######## simd_add_sequencer ########
simd_add_sequencer, M4 wires:
Drawn at 1.5 px/um. Supply wires on this layer in gray.
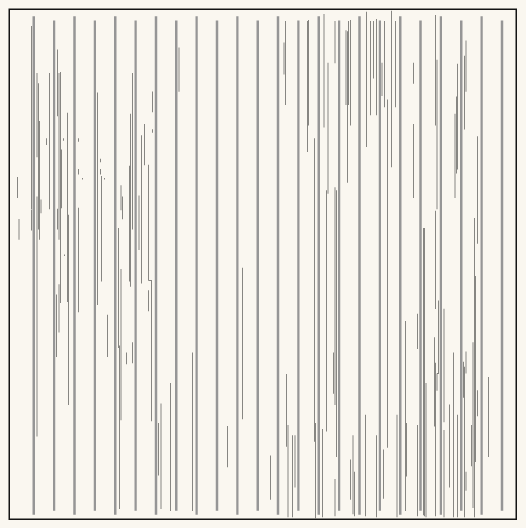

<file path="src/rtl/simd_add_sequencer.sv">
// Beat-serial front/back end for the 256-bit SIMD add/sub unit: gathers operands, runs one add, streams the result.
// Optional per-lane zero flags are built when SIMD_SEQ_ZERO_FLAG_EN is defined.
module simd_add_sequencer (
   input  logic         clk,
   input  logic         rst,
   input  logic         cmd_valid_i,
   output logic         cmd_ready_o,
   input  logic [2:0]   cmd_mode_i,
   input  logic         cmd_sub_i,
   input  logic         cmd_imm_i,
   input  logic [7:0]   cmd_imm_val_i,
   input  logic         in_valid_i,
   output logic         in_ready_o,
   input  logic [31:0]  in_data_i,
   output logic         out_valid_o,
   input  logic         out_ready_i,
   output logic [31:0]  out_data_o,
   output logic         out_last_o,
   output logic [255:0] add_a_o,
   output logic [255:0] add_b_o,
   output logic [2:0]   add_mode_o,
   output logic         add_sub_o,
   output logic         add_imm_flag_o,
   output logic [7:0]   add_imm_reg_o,
   input  logic [255:0] add_result_i,
   output logic         busy_o
`ifdef SIMD_SEQ_ZERO_FLAG_EN
   ,
   output logic [31:0]  lane_zero_o
`endif
);

   localparam int SIMD_WIDTH = 256;
   localparam int BEAT_W     = 32;

   typedef enum logic [2:0] {S_IDLE, S_LOAD_A, S_LOAD_B, S_EXEC, S_DRAIN} state_t;

   state_t                  state_q, state_d;
   logic [2:0]              cnt_q, cnt_d;
   logic [SIMD_WIDTH-1:0]   a_q, a_d, b_q, b_d, res_q, res_d;
   logic [2:0]              mode_q, mode_d;
   logic                    sub_q, sub_d, imm_q, imm_d;
   logic [7:0]              immv_q, immv_d;
   logic                    cmd_ready_q, cmd_ready_d, in_ready_q, in_ready_d;
   logic                    out_valid_q, out_valid_d, out_last_q, out_last_d;
   logic                    busy_q, busy_d;
   logic [BEAT_W-1:0]       out_data_q, out_data_d;

`ifdef SIMD_SEQ_ZERO_FLAG_EN
   logic [31:0]             lz_q, lz_d;

   function automatic logic [31:0] zero_flags(input logic [SIMD_WIDTH-1:0] r, input logic [2:0] m);
      logic [31:0] z;
      z = '0;
      case (m)
         3'd0: for (int i = 0; i < 32; i++) z[i] = (r[i*8 +: 8] == '0);
         3'd1: for (int i = 0; i < 16; i++) z[i] = (r[i*16 +: 16] == '0);
         3'd2: for (int i = 0; i < 8; i++)  z[i] = (r[i*32 +: 32] == '0);
         3'd3: for (int i = 0; i < 4; i++)  z[i] = (r[i*64 +: 64] == '0);
         3'd4: for (int i = 0; i < 2; i++)  z[i] = (r[i*128 +: 128] == '0);
         default: z[0] = (r == '0);
      endcase
      return z;
   endfunction
`endif

   always_comb begin
      state_d = state_q;
      cnt_d   = cnt_q;
      a_d     = a_q;
      b_d     = b_q;
      res_d   = res_q;
      mode_d  = mode_q;
      sub_d   = sub_q;
      imm_d   = imm_q;
      immv_d  = immv_q;
`ifdef SIMD_SEQ_ZERO_FLAG_EN
      lz_d    = lz_q;
`endif
      case (state_q)
         S_IDLE: begin
            if (cmd_valid_i) begin
               mode_d  = cmd_mode_i;
               sub_d   = cmd_sub_i;
               imm_d   = cmd_imm_i;
               immv_d  = cmd_imm_val_i;
               b_d     = '0;
               cnt_d   = 3'd0;
               state_d = S_LOAD_A;
            end
         end
         S_LOAD_A: begin
            if (in_valid_i) begin
               a_d[{cnt_q, 5'd0} +: BEAT_W] = in_data_i;
               cnt_d = cnt_q + 3'd1;
               if (cnt_q == 3'd7) state_d = imm_q ? S_EXEC : S_LOAD_B;
            end
         end
         S_LOAD_B: begin
            if (in_valid_i) begin
               b_d[{cnt_q, 5'd0} +: BEAT_W] = in_data_i;
               cnt_d = cnt_q + 3'd1;
               if (cnt_q == 3'd7) state_d = S_EXEC;
            end
         end
         S_EXEC: begin
            // Adder inputs have been stable since the last operand beat, so the sum is settled here.
            res_d   = add_result_i;
`ifdef SIMD_SEQ_ZERO_FLAG_EN
            lz_d    = zero_flags(add_result_i, mode_q);
`endif
            cnt_d   = 3'd0;
            state_d = S_DRAIN;
         end
         S_DRAIN: begin
            if (out_ready_i) begin
               cnt_d = cnt_q + 3'd1;
               if (cnt_q == 3'd7) state_d = S_IDLE;
            end
         end
         default: state_d = S_IDLE;
      endcase

      // Handshake flags and the output beat are registered from the next state.
      cmd_ready_d = (state_d == S_IDLE);
      in_ready_d  = (state_d == S_LOAD_A) || (state_d == S_LOAD_B);
      out_valid_d = (state_d == S_DRAIN);
      out_last_d  = (state_d == S_DRAIN) && (cnt_d == 3'd7);
      busy_d      = (state_d != S_IDLE);
      out_data_d  = (state_d == S_DRAIN) ? res_d[{cnt_d, 5'd0} +: BEAT_W] : '0;
   end

   always_ff @(posedge clk or posedge rst) begin
      if (rst) begin
         state_q     <= S_IDLE;
         cnt_q       <= 3'd0;
         a_q         <= '0;
         b_q         <= '0;
         res_q       <= '0;
         mode_q      <= 3'd0;
         sub_q       <= 1'b0;
         imm_q       <= 1'b0;
         immv_q      <= 8'd0;
         cmd_ready_q <= 1'b1;
         in_ready_q  <= 1'b0;
         out_valid_q <= 1'b0;
         out_last_q  <= 1'b0;
         busy_q      <= 1'b0;
         out_data_q  <= '0;
`ifdef SIMD_SEQ_ZERO_FLAG_EN
         lz_q        <= '0;
`endif
      end else begin
         state_q     <= state_d;
         cnt_q       <= cnt_d;
         a_q         <= a_d;
         b_q         <= b_d;
         res_q       <= res_d;
         mode_q      <= mode_d;
         sub_q       <= sub_d;
         imm_q       <= imm_d;
         immv_q      <= immv_d;
         cmd_ready_q <= cmd_ready_d;
         in_ready_q  <= in_ready_d;
         out_valid_q <= out_valid_d;
         out_last_q  <= out_last_d;
         busy_q      <= busy_d;
         out_data_q  <= out_data_d;
`ifdef SIMD_SEQ_ZERO_FLAG_EN
         lz_q        <= lz_d;
`endif
      end
   end

   assign cmd_ready_o    = cmd_ready_q;
   assign in_ready_o     = in_ready_q;
   assign out_valid_o    = out_valid_q;
   assign out_last_o     = out_last_q;
   assign out_data_o     = out_data_q;
   assign busy_o         = busy_q;
   assign add_a_o        = a_q;
   assign add_b_o        = b_q;
   assign add_mode_o     = mode_q;
   assign add_sub_o      = sub_q;
   assign add_imm_flag_o = imm_q;
   assign add_imm_reg_o  = immv_q;
`ifdef SIMD_SEQ_ZERO_FLAG_EN
   assign lane_zero_o    = lz_q;
`endif

endmodule

</file>
<file path="config.mk">
export PLATFORM = sky130hd
export DESIGN_NAME = simd_add_sequencer
export DESIGN_NICKNAME = d
export VERILOG_FILES = /design/src/rtl/simd_add_sequencer.sv
export SDC_FILE = /design/constraint.sdc
export NUM_CORES = 1
export LEC_CHECK = 0
export ABC_AREA = 1
export CORE_AREA = 2 2 335 337
export CTS_CLUSTER_SIZE = 10
export DETAILED_ROUTE_END_ITERATION = 7
export DIE_AREA = 0 0 337 339
export PLACE_DENSITY = 0.69
export SLEW_MARGIN = 0
export SYNTH_ARGS = -nofsm -noshare
export SYNTH_HDL_FRONTEND = slang
export SYNTH_SLANG_ARGS = --single-unit
</file>
<file path="constraint.sdc">
create_clock -name clk -period 23.8 [get_ports clk]
set_input_delay 2.38 -clock clk [delete_from_list [all_inputs] [get_ports clk]]
set_output_delay 2.38 -clock clk [all_outputs]
set_load 0.05 [all_outputs]
</file>
######## instr_fetch_unit ########
$ cat config.mk
export PLATFORM = sky130hd
export DESIGN_NAME = instr_fetch_unit
export DESIGN_NICKNAME = d
export VERILOG_FILES = /design/src/rtl/instr_fetch_unit.sv
export SDC_FILE = /design/constraint.sdc
export NUM_CORES = 1
export LEC_CHECK = 0
export CAP_MARGIN = 20
export CORE_UTILIZATION = 35
export CTS_BUF_LIST = sky130_fd_sc_hd__clkbuf_2 sky130_fd_sc_hd__clkbuf_4 sky130_fd_sc_hd__clkbuf_8
export DETAILED_ROUTE_END_ITERATION = 16
export GPL_ROUTABILITY_DRIVEN = 0
export PLACE_DENSITY = 0.68
export SYNTH_ARGS = -nofsm -noshare
export SYNTH_HDL_FRONTEND = slang
export SYNTH_SLANG_ARGS = --single-unit
$ cat constraint.sdc
create_clock -name clk -period 2.6 [get_ports clk]
set_clock_uncertainty 0.15 [all_clocks]
set_input_delay 0.39 -clock clk [delete_from_list [all_inputs] [get_ports clk]]
set_output_delay 0.39 -clock clk [all_outputs]
set_load 0.1 [all_outputs]
$ cat src/rtl/instr_fetch_unit.sv
// Instruction fetch unit: owns the PC, fetches one instruction word per IR_w over a
// req/ack memory handshake with a bounded wait, latches it into IR and slices its fields.
module instr_fetch_unit #(
    parameter int unsigned       ADDR_W   = 32,
    parameter logic [ADDR_W-1:0] RESET_PC = '0,
    parameter int unsigned       PC_STEP  = 4,
    parameter int unsigned       TIMEOUT  = 15
) (
    input  logic              clk,
    input  logic              reset,
    input  logic              IR_w,
    input  logic              PC_w,
    input  logic              pc_load,
    input  logic [ADDR_W-1:0] pc_next_in,
    output logic [ADDR_W-1:0] mem_addr,
    output logic              mem_rd,
    input  logic [31:0]       mem_rdata,
    input  logic              mem_ack,
    output logic [ADDR_W-1:0] pc,
    output logic [31:0]       ir,
    output logic [5:0]        OPCODE,
    output logic [4:0]        rs,
    output logic [4:0]        rt,
    output logic [4:0]        rd,
    output logic [4:0]        shamt,
    output logic [5:0]        funct,
    output logic [15:0]       imm16,
    output logic              ir_valid,
    output logic              busy,
    output logic              fetch_err
);

    localparam int unsigned CNT_W = 8;

    typedef enum logic [1:0] {
        S_IDLE = 2'd0,
        S_WAIT = 2'd1,
        S_ERR  = 2'd2
    } state_t;

    state_t           state;
    logic [CNT_W-1:0] cnt;

    // Fetch FSM, PC register and IR latch; busy tracks "state != IDLE" as a register.
    always_ff @(posedge clk) begin
        if (!reset) begin
            state     <= S_IDLE;
            pc        <= RESET_PC;
            ir        <= '0;
            mem_addr  <= '0;
            mem_rd    <= 1'b0;
            ir_valid  <= 1'b0;
            busy      <= 1'b0;
            fetch_err <= 1'b0;
            cnt       <= '0;
        end else begin
            if (PC_w) begin
                pc <= pc_load ? pc_next_in : pc + ADDR_W'(PC_STEP);
            end

            case (state)
                S_IDLE: begin
                    if (IR_w) begin
                        mem_addr  <= pc;
                        mem_rd    <= 1'b1;
                        ir_valid  <= 1'b0;
                        fetch_err <= 1'b0;
                        cnt       <= '0;
                        busy      <= 1'b1;
                        state     <= S_WAIT;
                    end
                end
                S_WAIT: begin
                    if (mem_ack) begin
                        ir       <= mem_rdata;
                        ir_valid <= 1'b1;
                        mem_rd   <= 1'b0;
                        busy     <= 1'b0;
                        state    <= S_IDLE;
                    end else begin
                        cnt <= cnt + CNT_W'(1);
                        if (cnt == CNT_W'(TIMEOUT - 1)) begin
                            mem_rd    <= 1'b0;
                            fetch_err <= 1'b1;
                            state     <= S_ERR;
                        end
                    end
                end
                S_ERR: begin
                    busy  <= 1'b0;
                    state <= S_IDLE;
                end
                default: begin
                    mem_rd <= 1'b0;
                    busy   <= 1'b0;
                    state  <= S_IDLE;
                end
            endcase
        end
    end

    // Field slices of the registered IR.
    assign OPCODE = ir[31:26];
    assign rs     = ir[25:21];
    assign rt     = ir[20:16];
    assign rd     = ir[15:11];
    assign shamt  = ir[10:6];
    assign funct  = ir[5:0];
    assign imm16  = ir[15:0];

endmodule

######## puf_soc_ro_pair_sequencer ########
**src/rtl/puf_soc_ro_pair_sequencer.sv**
```systemverilog
`default_nettype none
// ============================================================================
// Module   : puf_soc_ro_pair_sequencer
// Brief    : Ring-oscillator pair sequencer for the PUF block. Drives a 2-hot
//            RO enable mask and walks one pair, a full a<b sweep or an
//            adjacent (i,i+1) sweep. Each pair goes through settle,
//            measurement start and measurement done, with a watchdog on the
//            measurement.
// Revision : 1.0 - initial parametrised release
// ============================================================================
module puf_soc_ro_pair_sequencer #(
  parameter int MUX_LENGTH = 16,
  parameter int SETTLE_W   = 8,
  parameter int TIMEOUT_W  = 16,
  localparam int SEL_W     = $clog2(MUX_LENGTH),
  localparam int PAIR_W    = $clog2(MUX_LENGTH * MUX_LENGTH)
) (
  input  logic                  clk,
  input  logic                  rst_n,
  input  logic                  i_start,
  input  logic [1:0]            i_mode,
  input  logic [SEL_W-1:0]      i_sel_mux_0,
  input  logic [SEL_W-1:0]      i_sel_mux_1,
  input  logic [SETTLE_W-1:0]   i_settle_cycles,
  input  logic                  i_meas_done,
  input  logic                  i_abort,
  output logic [MUX_LENGTH-1:0] o_puf_en,
  output logic [SEL_W-1:0]      o_sel_mux_0,
  output logic [SEL_W-1:0]      o_sel_mux_1,
  output logic [PAIR_W-1:0]     o_pair_idx,
  output logic                  o_meas_start,
  output logic                  o_busy,
  output logic                  o_done,
  output logic                  o_err_sel,
  output logic                  o_err_timeout
);

  localparam logic [2:0] c_IDLE   = 3'd0;
  localparam logic [2:0] c_ENABLE = 3'd1;
  localparam logic [2:0] c_MSTART = 3'd2;
  localparam logic [2:0] c_WAIT   = 3'd3;
  localparam logic [2:0] c_GAP    = 3'd4;
  localparam logic [2:0] c_DONE   = 3'd5;

  localparam logic [1:0] c_MODE_SINGLE = 2'b00;
  localparam logic [1:0] c_MODE_FULL   = 2'b01;
  localparam logic [1:0] c_MODE_RSVD   = 2'b11;

  localparam logic [SEL_W-1:0]      c_SEL_LAST   = SEL_W'(MUX_LENGTH - 1);
  localparam logic [SEL_W-1:0]      c_SEL_PENULT = SEL_W'(MUX_LENGTH - 2);
  localparam logic [SEL_W:0]        c_SEL_LIMIT  = (SEL_W + 1)'(MUX_LENGTH);
  localparam logic [SEL_W-1:0]      c_SEL_ONE    = SEL_W'(1);
  localparam logic [MUX_LENGTH-1:0] c_EN_ONE     = MUX_LENGTH'(1);
  // Last WAIT cycle index before the watchdog fires (limit - 1, counted from 0)
  localparam logic [TIMEOUT_W-1:0]  c_WDOG_LAST  = {{(TIMEOUT_W-1){1'b1}}, 1'b0};

  logic [2:0]            r_state,       w_state_nxt;
  logic [1:0]            r_mode,        w_mode_nxt;
  logic [SETTLE_W-1:0]   r_settle,      w_settle_nxt;
  logic [SETTLE_W-1:0]   r_settle_cnt,  w_settle_cnt_nxt;
  logic [TIMEOUT_W-1:0]  r_wdog,        w_wdog_nxt;
  logic [SEL_W-1:0]      r_sel_a,       w_sel_a_nxt;
  logic [SEL_W-1:0]      r_sel_b,       w_sel_b_nxt;
  logic [PAIR_W-1:0]     r_pair_idx,    w_pair_idx_nxt;
  logic                  r_err_sel,     w_err_sel_nxt;
  logic                  r_err_timeout, w_err_timeout_nxt;
  logic [MUX_LENGTH-1:0] r_puf_en,      w_puf_en_nxt;
  logic                  r_meas_start,  w_meas_start_nxt;
  logic                  r_busy,        w_busy_nxt;
  logic                  r_done,        w_done_nxt;

  logic                  w_sel_oob;
  logic                  w_req_invalid;
  logic                  w_last_pair;
  logic                  w_step_a;
  logic [SEL_W-1:0]      w_sel_a_adv;
  logic [SEL_W-1:0]      w_sel_b_adv;

  // Selection checks only matter in single mode; sweeps generate their own pairs
  assign w_sel_oob     = ({1'b0, i_sel_mux_0} >= c_SEL_LIMIT) ||
                         ({1'b0, i_sel_mux_1} >= c_SEL_LIMIT);
  assign w_req_invalid = (i_mode == c_MODE_RSVD) ||
                         ((i_mode == c_MODE_SINGLE) &&
                          ((i_sel_mux_0 == i_sel_mux_1) || w_sel_oob));

  // Both sweeps end on the pair whose first RO is N-2
  assign w_last_pair = (r_mode == c_MODE_SINGLE) || (r_sel_a == c_SEL_PENULT);

  // Adjacent always steps a; full sweep steps a only when b has reached the top
  assign w_step_a    = (r_mode != c_MODE_FULL) || (r_sel_b == c_SEL_LAST);
  assign w_sel_a_adv = w_step_a ? (r_sel_a + 1'b1) : r_sel_a;
  assign w_sel_b_adv = w_step_a ? (w_sel_a_adv + 1'b1) : (r_sel_b + 1'b1);

  // State, datapath and registered outputs
  always_ff @(posedge clk or negedge rst_n) begin
    if (!rst_n) begin
      r_state       <= c_IDLE;
      r_mode        <= '0;
      r_settle      <= '0;
      r_settle_cnt  <= '0;
      r_wdog        <= '0;
      r_sel_a       <= '0;
      r_sel_b       <= '0;
      r_pair_idx    <= '0;
      r_err_sel     <= 1'b0;
      r_err_timeout <= 1'b0;
      r_puf_en      <= '0;
      r_meas_start  <= 1'b0;
      r_busy        <= 1'b0;
      r_done        <= 1'b0;
    end else begin
      r_state       <= w_state_nxt;
      r_mode        <= w_mode_nxt;
      r_settle      <= w_settle_nxt;
      r_settle_cnt  <= w_settle_cnt_nxt;
      r_wdog        <= w_wdog_nxt;
      r_sel_a       <= w_sel_a_nxt;
      r_sel_b       <= w_sel_b_nxt;
      r_pair_idx    <= w_pair_idx_nxt;
      r_err_sel     <= w_err_sel_nxt;
      r_err_timeout <= w_err_timeout_nxt;
      r_puf_en      <= w_puf_en_nxt;
      r_meas_start  <= w_meas_start_nxt;
      r_busy        <= w_busy_nxt;
      r_done        <= w_done_nxt;
    end
  end

  // Next state plus pair, counter and error-flag updates
  always_comb begin
    w_state_nxt       = r_state;
    w_mode_nxt        = r_mode;
    w_settle_nxt      = r_settle;
    w_settle_cnt_nxt  = r_settle_cnt;
    w_wdog_nxt        = r_wdog;
    w_sel_a_nxt       = r_sel_a;
    w_sel_b_nxt       = r_sel_b;
    w_pair_idx_nxt    = r_pair_idx;
    w_err_sel_nxt     = r_err_sel;
    w_err_timeout_nxt = r_err_timeout;
    case (r_state)
      c_IDLE: begin
        if (i_start) begin
          w_mode_nxt        = i_mode;
          w_settle_nxt      = i_settle_cycles;
          w_settle_cnt_nxt  = '0;
          w_wdog_nxt        = '0;
          w_pair_idx_nxt    = '0;
          w_err_sel_nxt     = w_req_invalid;
          w_err_timeout_nxt = 1'b0;
          if (w_req_invalid) begin
            w_state_nxt = c_DONE;
          end else begin
            w_state_nxt = c_ENABLE;
            if (i_mode == c_MODE_SINGLE) begin
              w_sel_a_nxt = i_sel_mux_0;
              w_sel_b_nxt = i_sel_mux_1;
            end else begin
              w_sel_a_nxt = '0;
              w_sel_b_nxt = c_SEL_ONE;
            end
          end
        end
      end
      c_ENABLE: begin
        if (i_abort) begin
          w_state_nxt = c_IDLE;
        end else if (r_settle_cnt == r_settle) begin
          w_state_nxt = c_MSTART;
        end else begin
          w_settle_cnt_nxt = r_settle_cnt + 1'b1;
        end
      end
      c_MSTART: begin
        if (i_abort) begin
          w_state_nxt = c_IDLE;
        end else begin
          w_state_nxt = c_WAIT;
          w_wdog_nxt  = '0;
        end
      end
      c_WAIT: begin
        // A completion arriving on the final watchdog cycle still counts
        if (i_abort) begin
          w_state_nxt = c_IDLE;
        end else if (i_meas_done) begin
          w_state_nxt = c_GAP;
        end else if (r_wdog == c_WDOG_LAST) begin
          w_state_nxt       = c_DONE;
          w_err_timeout_nxt = 1'b1;
        end else begin
          w_wdog_nxt = r_wdog + 1'b1;
        end
      end
      c_GAP: begin
        if (i_abort) begin
          w_state_nxt = c_IDLE;
        end else if (w_last_pair) begin
          w_state_nxt = c_DONE;
        end else begin
          w_state_nxt      = c_ENABLE;
          w_sel_a_nxt      = w_sel_a_adv;
          w_sel_b_nxt      = w_sel_b_adv;
          w_pair_idx_nxt   = r_pair_idx + 1'b1;
          w_settle_cnt_nxt = '0;
        end
      end
      c_DONE:  w_state_nxt = c_IDLE;
      default: w_state_nxt = c_IDLE;
    endcase
  end

  // Output values decoded from the upcoming state so they register with it
  always_comb begin
    w_puf_en_nxt     = '0;
    w_meas_start_nxt = (w_state_nxt == c_MSTART);
    w_busy_nxt       = (w_state_nxt != c_IDLE) && (w_state_nxt != c_DONE);
    w_done_nxt       = (w_state_nxt == c_DONE);
    if ((w_state_nxt == c_ENABLE) || (w_state_nxt == c_MSTART) ||
        (w_state_nxt == c_WAIT)) begin
      w_puf_en_nxt = (c_EN_ONE << w_sel_a_nxt) | (c_EN_ONE << w_sel_b_nxt);
    end
  end

  assign o_puf_en      = r_puf_en;
  assign o_sel_mux_0   = r_sel_a;
  assign o_sel_mux_1   = r_sel_b;
  assign o_pair_idx    = r_pair_idx;
  assign o_meas_start  = r_meas_start;
  assign o_busy        = r_busy;
  assign o_done        = r_done;
  assign o_err_sel     = r_err_sel;
  assign o_err_timeout = r_err_timeout;

endmodule
`default_nettype wire

```
**config.mk**
```make
export PLATFORM = sky130hd
export DESIGN_NAME = puf_soc_ro_pair_sequencer
export DESIGN_NICKNAME = d
export VERILOG_FILES = /design/src/rtl/puf_soc_ro_pair_sequencer.sv
export SDC_FILE = /design/constraint.sdc
export NUM_CORES = 1
export LEC_CHECK = 0
export CAP_MARGIN = 30
export CORE_AREA = 2 2 120 122
export DETAILED_ROUTE_END_ITERATION = 10
export DIE_AREA = 0 0 122 124
export GPL_ROUTABILITY_DRIVEN = 0
export GPL_TIMING_DRIVEN = 0
export PLACE_DENSITY = 0.6
export SLEW_MARGIN = 20
export SYNTH_ARGS = -nofsm -noshare
export SYNTH_HDL_FRONTEND = slang
export SYNTH_SLANG_ARGS = --single-unit
```
**constraint.sdc**
```tcl
create_clock -name clk -period 2.8 [get_ports clk]
set_input_delay 0.84 -clock clk [delete_from_list [all_inputs] [get_ports clk]]
set_output_delay 0.84 -clock clk [all_outputs]
set_load 0.03 [all_outputs]
```
######## ps2_rx_fifo ########
===== src/rtl/ps2_rx_fifo.sv =====
// ps2_rx_fifo
// PS/2 device-to-host receiver, oversampled on clk, with a show-ahead output FIFO.
//   clk, reset            : system clock, synchronous active-high reset
//   ps2_clk, ps2_data     : raw asynchronous PS/2 pins
//   rd_data, rd_valid     : FIFO head word / non-empty flag
//   rd_ready              : consumer pops the head when rd_valid && rd_ready
//   fifo_count            : words currently held (0..FIFO_DEPTH)
//   busy                  : deframer is mid-frame
//   parity_err, frame_err : one-cycle pulses for a bad parity / bad stop or timeout
//   overflow              : one-cycle pulse when a good word is dropped on a full FIFO
module ps2_rx_fifo #(
  parameter int unsigned DATA_W      = 8,
  parameter int unsigned PARITY_MODE = 1,
  parameter int unsigned FIFO_DEPTH  = 4,
  parameter int unsigned TIMEOUT_CYC = 2000,
  parameter int unsigned SYNC_STAGES = 2
) (
  input  logic                          clk,
  input  logic                          reset,
  input  logic                          ps2_clk,
  input  logic                          ps2_data,
  output logic [DATA_W-1:0]             rd_data,
  output logic                          rd_valid,
  input  logic                          rd_ready,
  output logic [$clog2(FIFO_DEPTH):0]   fifo_count,
  output logic                          busy,
  output logic                          parity_err,
  output logic                          frame_err,
  output logic                          overflow
);

  localparam int unsigned CNT_W = (DATA_W > 1) ? $clog2(DATA_W) : 1;
  localparam int unsigned PTR_W = $clog2(FIFO_DEPTH);
  localparam int unsigned CW    = PTR_W + 1;
  localparam int unsigned TMO_W = (TIMEOUT_CYC > 2) ? $clog2(TIMEOUT_CYC) : 1;

  typedef enum logic [1:0] {IDLE, DATA, PARITY, STOP} state_t;

  logic [SYNC_STAGES-1:0] clk_sync_q, clk_sync_d;
  logic [SYNC_STAGES-1:0] data_sync_q, data_sync_d;
  logic                   clk_prev_q, clk_prev_d;
  state_t                 state_q, state_d;
  logic [CNT_W-1:0]       bit_cnt_q, bit_cnt_d;
  logic [DATA_W-1:0]      shift_q, shift_d;
  logic                   acc_q, acc_d;
  logic                   par_ok_q, par_ok_d;
  logic [TMO_W-1:0]       tmo_q, tmo_d;
  logic                   parity_err_q, parity_err_d;
  logic                   frame_err_q, frame_err_d;
  logic                   overflow_q, overflow_d;
  logic [DATA_W-1:0]      mem_q [FIFO_DEPTH];
  logic [DATA_W-1:0]      mem_d [FIFO_DEPTH];
  logic [PTR_W-1:0]       wr_ptr_q, wr_ptr_d;
  logic [PTR_W-1:0]       rd_ptr_q, rd_ptr_d;
  logic [CW-1:0]          count_q, count_d;

  logic sync_clk, sync_data, strobe, push, pop, full, accept;

  // Bit 0 is the newest sample; the top bit is the fully synchronised value.
  assign sync_clk  = clk_sync_q[SYNC_STAGES-1];
  assign sync_data = data_sync_q[SYNC_STAGES-1];
  assign strobe    = clk_prev_q & ~sync_clk;

  always_comb begin
    clk_sync_d   = {clk_sync_q[SYNC_STAGES-2:0], ps2_clk};
    data_sync_d  = {data_sync_q[SYNC_STAGES-2:0], ps2_data};
    clk_prev_d   = sync_clk;
    state_d      = state_q;
    bit_cnt_d    = bit_cnt_q;
    shift_d      = shift_q;
    acc_d        = acc_q;
    par_ok_d     = par_ok_q;
    parity_err_d = 1'b0;
    frame_err_d  = 1'b0;
    push         = 1'b0;
    tmo_d        = (state_q == IDLE || strobe) ? '0 : tmo_q + TMO_W'(1);

    // Timeout takes priority over a coincident strobe: the frame is already stale.
    if (state_q != IDLE && tmo_q == TMO_W'(TIMEOUT_CYC - 1)) begin
      state_d     = IDLE;
      frame_err_d = 1'b1;
    end else if (strobe) begin
      case (state_q)
        IDLE: begin
          if (!sync_data) begin
            state_d   = DATA;
            bit_cnt_d = '0;
            acc_d     = 1'b0;
          end
        end
        DATA: begin
          shift_d[bit_cnt_q] = sync_data;
          acc_d              = acc_q ^ sync_data;
          bit_cnt_d          = bit_cnt_q + CNT_W'(1);
          if (bit_cnt_q == CNT_W'(DATA_W - 1)) begin
            if (PARITY_MODE == 0) begin
              state_d  = STOP;
              par_ok_d = 1'b1;
            end else begin
              state_d = PARITY;
            end
          end
        end
        PARITY: begin
          par_ok_d = (PARITY_MODE == 1) ? (acc_q ^ sync_data) : ~(acc_q ^ sync_data);
          state_d  = STOP;
        end
        STOP: begin
          state_d = IDLE;
          if (!sync_data)    frame_err_d  = 1'b1;
          else if (par_ok_q) push         = 1'b1;
          else               parity_err_d = 1'b1;
        end
        default: state_d = IDLE;
      endcase
    end
  end

  // A full FIFO still accepts a push when the head is popped on the same edge;
  // in that case wr_ptr == rd_ptr and the popped slot is overwritten.
  always_comb begin
    pop        = (count_q != '0) && rd_ready;
    full       = (count_q == CW'(FIFO_DEPTH));
    accept     = push && (!full || pop);
    overflow_d = push && full && !pop;
    mem_d      = mem_q;
    wr_ptr_d   = wr_ptr_q;
    rd_ptr_d   = rd_ptr_q;
    count_d    = count_q;
    if (accept) begin
      mem_d[wr_ptr_q] = shift_q;
      wr_ptr_d        = wr_ptr_q + PTR_W'(1);
    end
    if (pop) rd_ptr_d = rd_ptr_q + PTR_W'(1);
    case ({accept, pop})
      2'b10:   count_d = count_q + CW'(1);
      2'b01:   count_d = count_q - CW'(1);
      default: count_d = count_q;
    endcase
  end

  always_ff @(posedge clk) begin
    if (reset) begin
      clk_sync_q   <= '1;
      data_sync_q  <= '1;
      clk_prev_q   <= 1'b1;
      state_q      <= IDLE;
      bit_cnt_q    <= '0;
      shift_q      <= '0;
      acc_q        <= 1'b0;
      par_ok_q     <= 1'b0;
      tmo_q        <= '0;
      parity_err_q <= 1'b0;
      frame_err_q  <= 1'b0;
      overflow_q   <= 1'b0;
      mem_q        <= '{default: '0};
      wr_ptr_q     <= '0;
      rd_ptr_q     <= '0;
      count_q      <= '0;
    end else begin
      clk_sync_q   <= clk_sync_d;
      data_sync_q  <= data_sync_d;
      clk_prev_q   <= clk_prev_d;
      state_q      <= state_d;
      bit_cnt_q    <= bit_cnt_d;
      shift_q      <= shift_d;
      acc_q        <= acc_d;
      par_ok_q     <= par_ok_d;
      tmo_q        <= tmo_d;
      parity_err_q <= parity_err_d;
      frame_err_q  <= frame_err_d;
      overflow_q   <= overflow_d;
      mem_q        <= mem_d;
      wr_ptr_q     <= wr_ptr_d;
      rd_ptr_q     <= rd_ptr_d;
      count_q      <= count_d;
    end
  end

  assign rd_data    = mem_q[rd_ptr_q];
  assign rd_valid   = (count_q != '0);
  assign fifo_count = count_q;
  assign busy       = (state_q != IDLE);
  assign parity_err = parity_err_q;
  assign frame_err  = frame_err_q;
  assign overflow   = overflow_q;

endmodule

===== config.mk =====
export PLATFORM = sky130hd
export DESIGN_NAME = ps2_rx_fifo
export DESIGN_NICKNAME = d
export VERILOG_FILES = /design/src/rtl/ps2_rx_fifo.sv
export SDC_FILE = /design/constraint.sdc
export NUM_CORES = 1
export LEC_CHECK = 0
export ABC_AREA = 0
export CAP_MARGIN = 40
export CELL_PAD_IN_SITES_DETAIL_PLACEMENT = 0
export CELL_PAD_IN_SITES_GLOBAL_PLACEMENT = 1
export CORE_ASPECT_RATIO = 0.5
export CORE_MARGIN = 2
export CORE_UTILIZATION = 50
export DETAILED_ROUTE_END_ITERATION = 16
export PLACE_DENSITY = 0.92
export SYNTH_ARGS = -nofsm -noshare
export SYNTH_HDL_FRONTEND = slang
export SYNTH_SLANG_ARGS = --single-unit

===== constraint.sdc =====
create_clock -name clk -period 8.4 [get_ports clk]
set_input_delay 1.68 -clock clk [delete_from_list [all_inputs] [get_ports clk]]
set_output_delay 1.68 -clock clk [all_outputs]
set_load 0.1 [all_outputs]

ps2_rx_fifo, routed metal per tile:
Drawn at 4 px/um. 24 x 12 tiles, from white (low) to dark blue (high), scaled to the fullest tile. Values are wire area over tile area, all layers added.
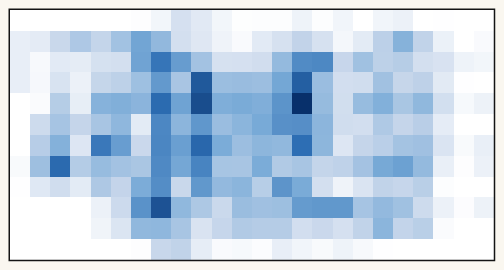
fullest tile: 0.51
densest ninth of the die: middle
mean over tiles: 0.13
tiles over half the peak: 14%
nearly empty tiles: 19%
post-DR wirelength/cell: 14.2 um
vias post-DR: 2375
total global-route track usage: 0.194
Routed Wire Length: 6.44 mm

ps2_rx_fifo, routing congestion:
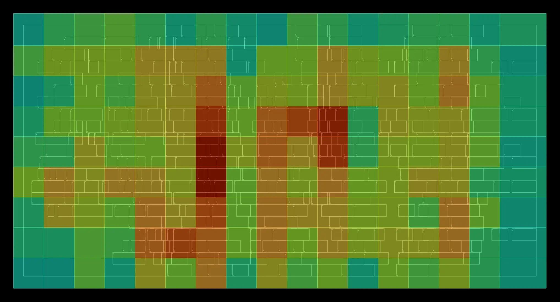
fraction of met1 tracks used by global routing: 0.239
routing usage on met2: 0.305

==> changes_impl.md, ps2_rx_fifo <==
### Metrics

* Tally of max-capacitance violations at 0
* Max rail drop VDD at 0.126 mV
* Worst-case headroom to the max-slew limit at 0.399
* P&R area growth vs syn at 22.5%
* Area share of fa/ha/maj cells after synthesis at 0.0534
* Type of origin of the critical path: register
* Postcts setup bufs at 0
* Highest routed layer: met4
* Leading area contributor after synthesis: sky130_fd_sc_hd__dfxtp_1
* MUX share of area at 0.183
* Number of flip-flops under the largest register name at 32
* Yosys aoi share at 0.0359
* Capturing point of the worst reg2reg path: fifo_count[2]
* Number of placed I/O pins at 21
* Leading register cell type out of synthesis: sky130_fd_sc_hd__dfxtp_1
* Detail Route met2 WL at ~3 mm
* Status: complete, no violations
* Final Core Density at 0.630
* Worst hold path stage count at 1
* Setup TNS at 0 ns
* Post-Syn Area per Cell at 10.5 um2
* Die boundary width at ~120 um
* Portion of the post-synthesis area used by sequential elements at 0.428
* Number of cells in the yosys synthesis report at between 300 and 400
* Post-layout period usage of the worst path at 0.475
* Count of distinct cell types in the synthesized netlist at 46
* Internal power component at 592 uW
* Worst-path clk slew at approximately 0.060 ns
* Source of the worst hold timing path: clk_sync_q[0]
* DR pass1 iterations at 4
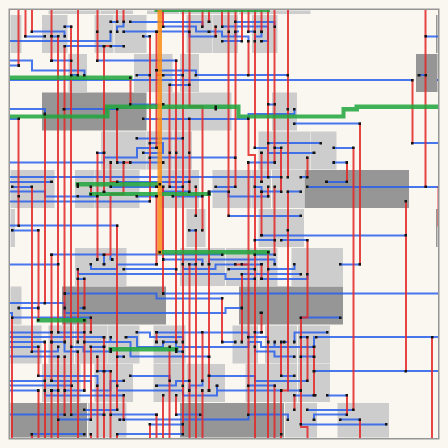
instr_fetch_unit: zoomed window
Window x 47 to 77, y 22 to 52 um. Cells in gray, sequential cells in the stronger gray; small squares are vias.
| layer | color |
|---|---|
| metal 4 | orange |
| metal 3 | green |
| metal 1 | blue |
| metal 2 | red |
netlist names of flops here include: pc (6)
cells with their middle in the window: 53
most frequent: dfxtp_1 (6)
sequential cells in the window: 6

==> changes_impl.md, instr_fetch_unit <==
### Metrics

* Worst-Skew Late Latency at slightly below 0.4 ns
* Portion of the post-synthesis area used by sequential elements at 0.428
* Post-synthesis instance area at approximately 0.0051 mm2
* Routed Wire Length at between 15 and 20 mm
* Wire length on met3 at between 1 and 1.5 mm
* Largest regs: ir x32, mem_addr x32, pc x32
* Final Hold Slack at ~0.31 ns
* Status: complete, no violations
* Relative contribution of the clock network to total power at 0.240
* DR pass1 iterations at 4
* Total sequential power at 1840 uW
* Post-Synthesis Net Count at ~730
* Setup TNS at 0 ns
* Leading area contributor after synthesis: sky130_fd_sc_hd__dfxtp_1
* Kind of cell adding the most delay to the critical path: simple AND/OR/NAND/NOR gates
* Type of the worst setup path: reg2reg
* Required time of the critical path at about 2.8 ns
* Reg2reg setup slack at a little over 0.4 ns
* Detail Route met2 WL at slightly above 8 mm
* Cell depth of the worst setup path at 5
* Synthesis warning total at 0
* MUX share of area at 0.0175
* Overall overflow remaining after global route at 0
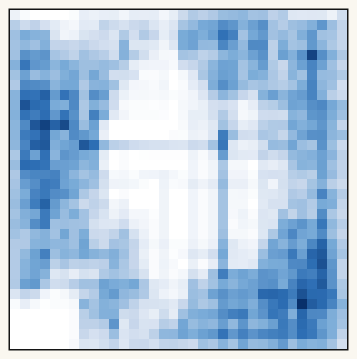
simd_add_sequencer: routed metal per tile
Drawn at 1 px/um. 34 x 34 tiles, from white (low) to dark blue (high), scaled to the fullest tile. Values are wire area over tile area, all layers added.
nearly empty tiles: 7.4%
tiles over half the peak: 24%
fullest tile: 0.64
emptiest ninth of the die: middle
Routed Wire Length: 142 mm
vias post-DR: 30600
total global-route track usage: 0.243

## Picture notes: 'M4 wires' of simd_add_sequencer
longest straight run: 232 um
main direction: vertical
nets with wire on the layer: 111
share of all routed wire: 6.1%

==> changes_impl.md, simd_add_sequencer <==
### Metrics

* Max rail drop VDD at about 0.11 mV
* Cells along the critical path: clkdlybuf4s50_1 > inv_1 > nand2_1 > nand2_1 > nand2_1 > nand4_4 > buf_4 > nand2_1 > nand3_1 > nand3_1 > nand2_1 > nor2_1
* Kind of cell adding the most delay to the critical path: simple AND/OR/NAND/NOR gates
* Die Span Y at about 340 um
* Total sequential power at 1940 uW
* Layout multi-input combinational cell count at 2305
* Number of clock sinks at around 800
* Register fraction of the total cell area at 0.433
* Number of placed I/O pins at between 800 and 900
* Status: complete, no violations
* Number of cells in the yosys synthesis report at ~4100
* Clk. pwr at 1400 uW
* Group drawing the most power: combinational cells
* Final GP Congestion at between 0.9 and 1
* Power drawn by the combinational cells at 2790 uW
puf_soc_ro_pair_sequencer, gate families picked out:
Drawn at 4 px/um.
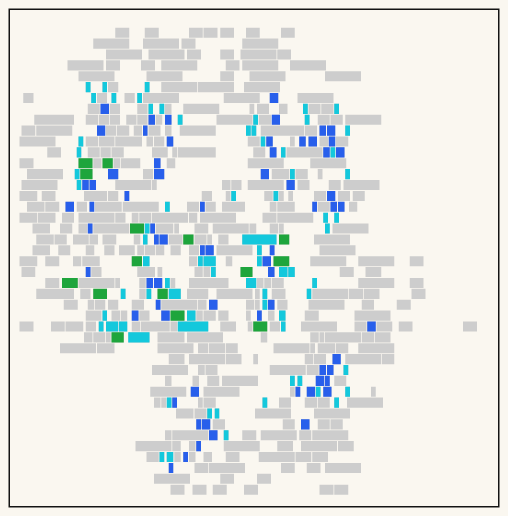
| family | color | cells |
|---|---|---|
| nor cells | cyan | 73 |
| non-inverting ao/oa cells | green | 15 |
| nand cells | blue | 68 |
logic share of the area: 0.405
most common cell after layout, fill and taps aside: sky130_fd_sc_hd__dfrtp_1
number of standard cells in the layout, taps in and fillers out: 691

==> changes_impl.md, puf_soc_ro_pair_sequencer <==
### Metrics

* Placed cell count at ~660
* Number of tap cells inserted at 180
* Via count of the first global-routing pass at 3524
* Worst-case reg-to-reg path depth at 9
* Area post-placement at 0.00489 mm2
* F_max at approximately 370 MHz
* Postcts setup bufs at 11
* Post-Syn Area per Cell at 9.66 um2
* Power drawn by the combinational cells at around 1800 uW
* Cell kind with the greatest summed area: logic gates
* Post-DR wirelength/cell at roughly 15 um
* Die Outline Area at around 0.015 mm2
* Number of clock sinks at 74
* Most frequent cells in the layout: 72 x sky130_fd_sc_hd__dfrtp_1, 59 x sky130_fd_sc_hd__nor2_1, 46 x sky130_fd_sc_hd__clkdlybuf4s50_1, 23 x sky130_fd_sc_hd__nand4_1, 23 x sky130_fd_sc_hd__xor2_1
* Final critical-path required period at 2.70 ns
* Comb area at 0.00222 mm2
* Status: complete, no violations
* Reg2reg setup slack at between 0.09 and 0.1 ns
* Routed met1 length at 4.61 mm
* Pin count of the biggest net entering global routing at ~51
* CTS tree: yes


==> notes/layouts.md <==
Pictures saved along the way, in no particular order.

M4 wires.
Drawn at 4 px/um. Supply wires on this layer in gray.
picture 1
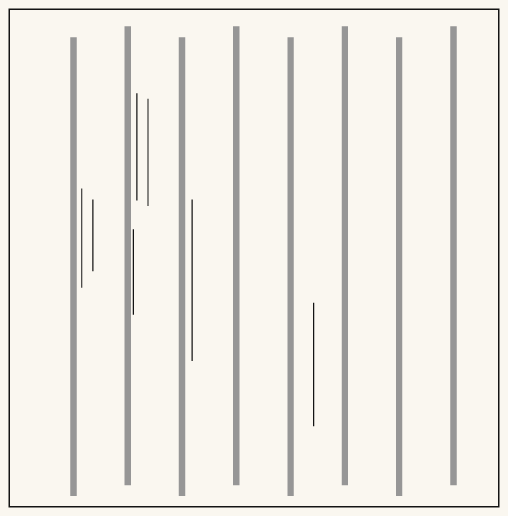
picture 2
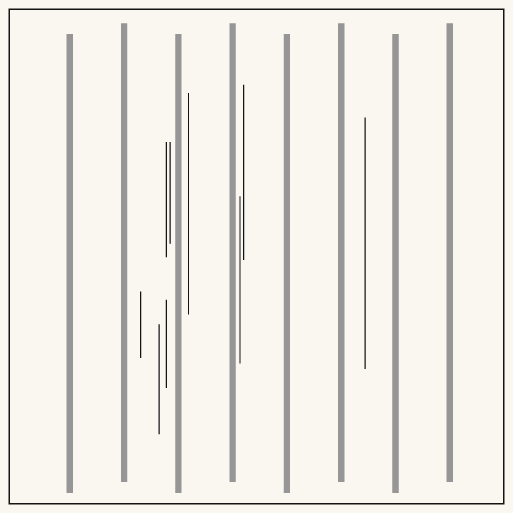
picture 3
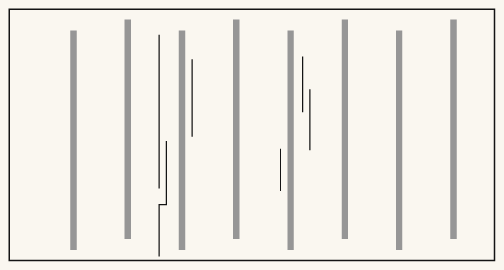
The one with the smallest die is picture 3.
- ps2_rx_fifo = picture 3
- instr_fetch_unit = picture 2
- puf_soc_ro_pair_sequencer = picture 1

Power and IR drop assume default switching activity.
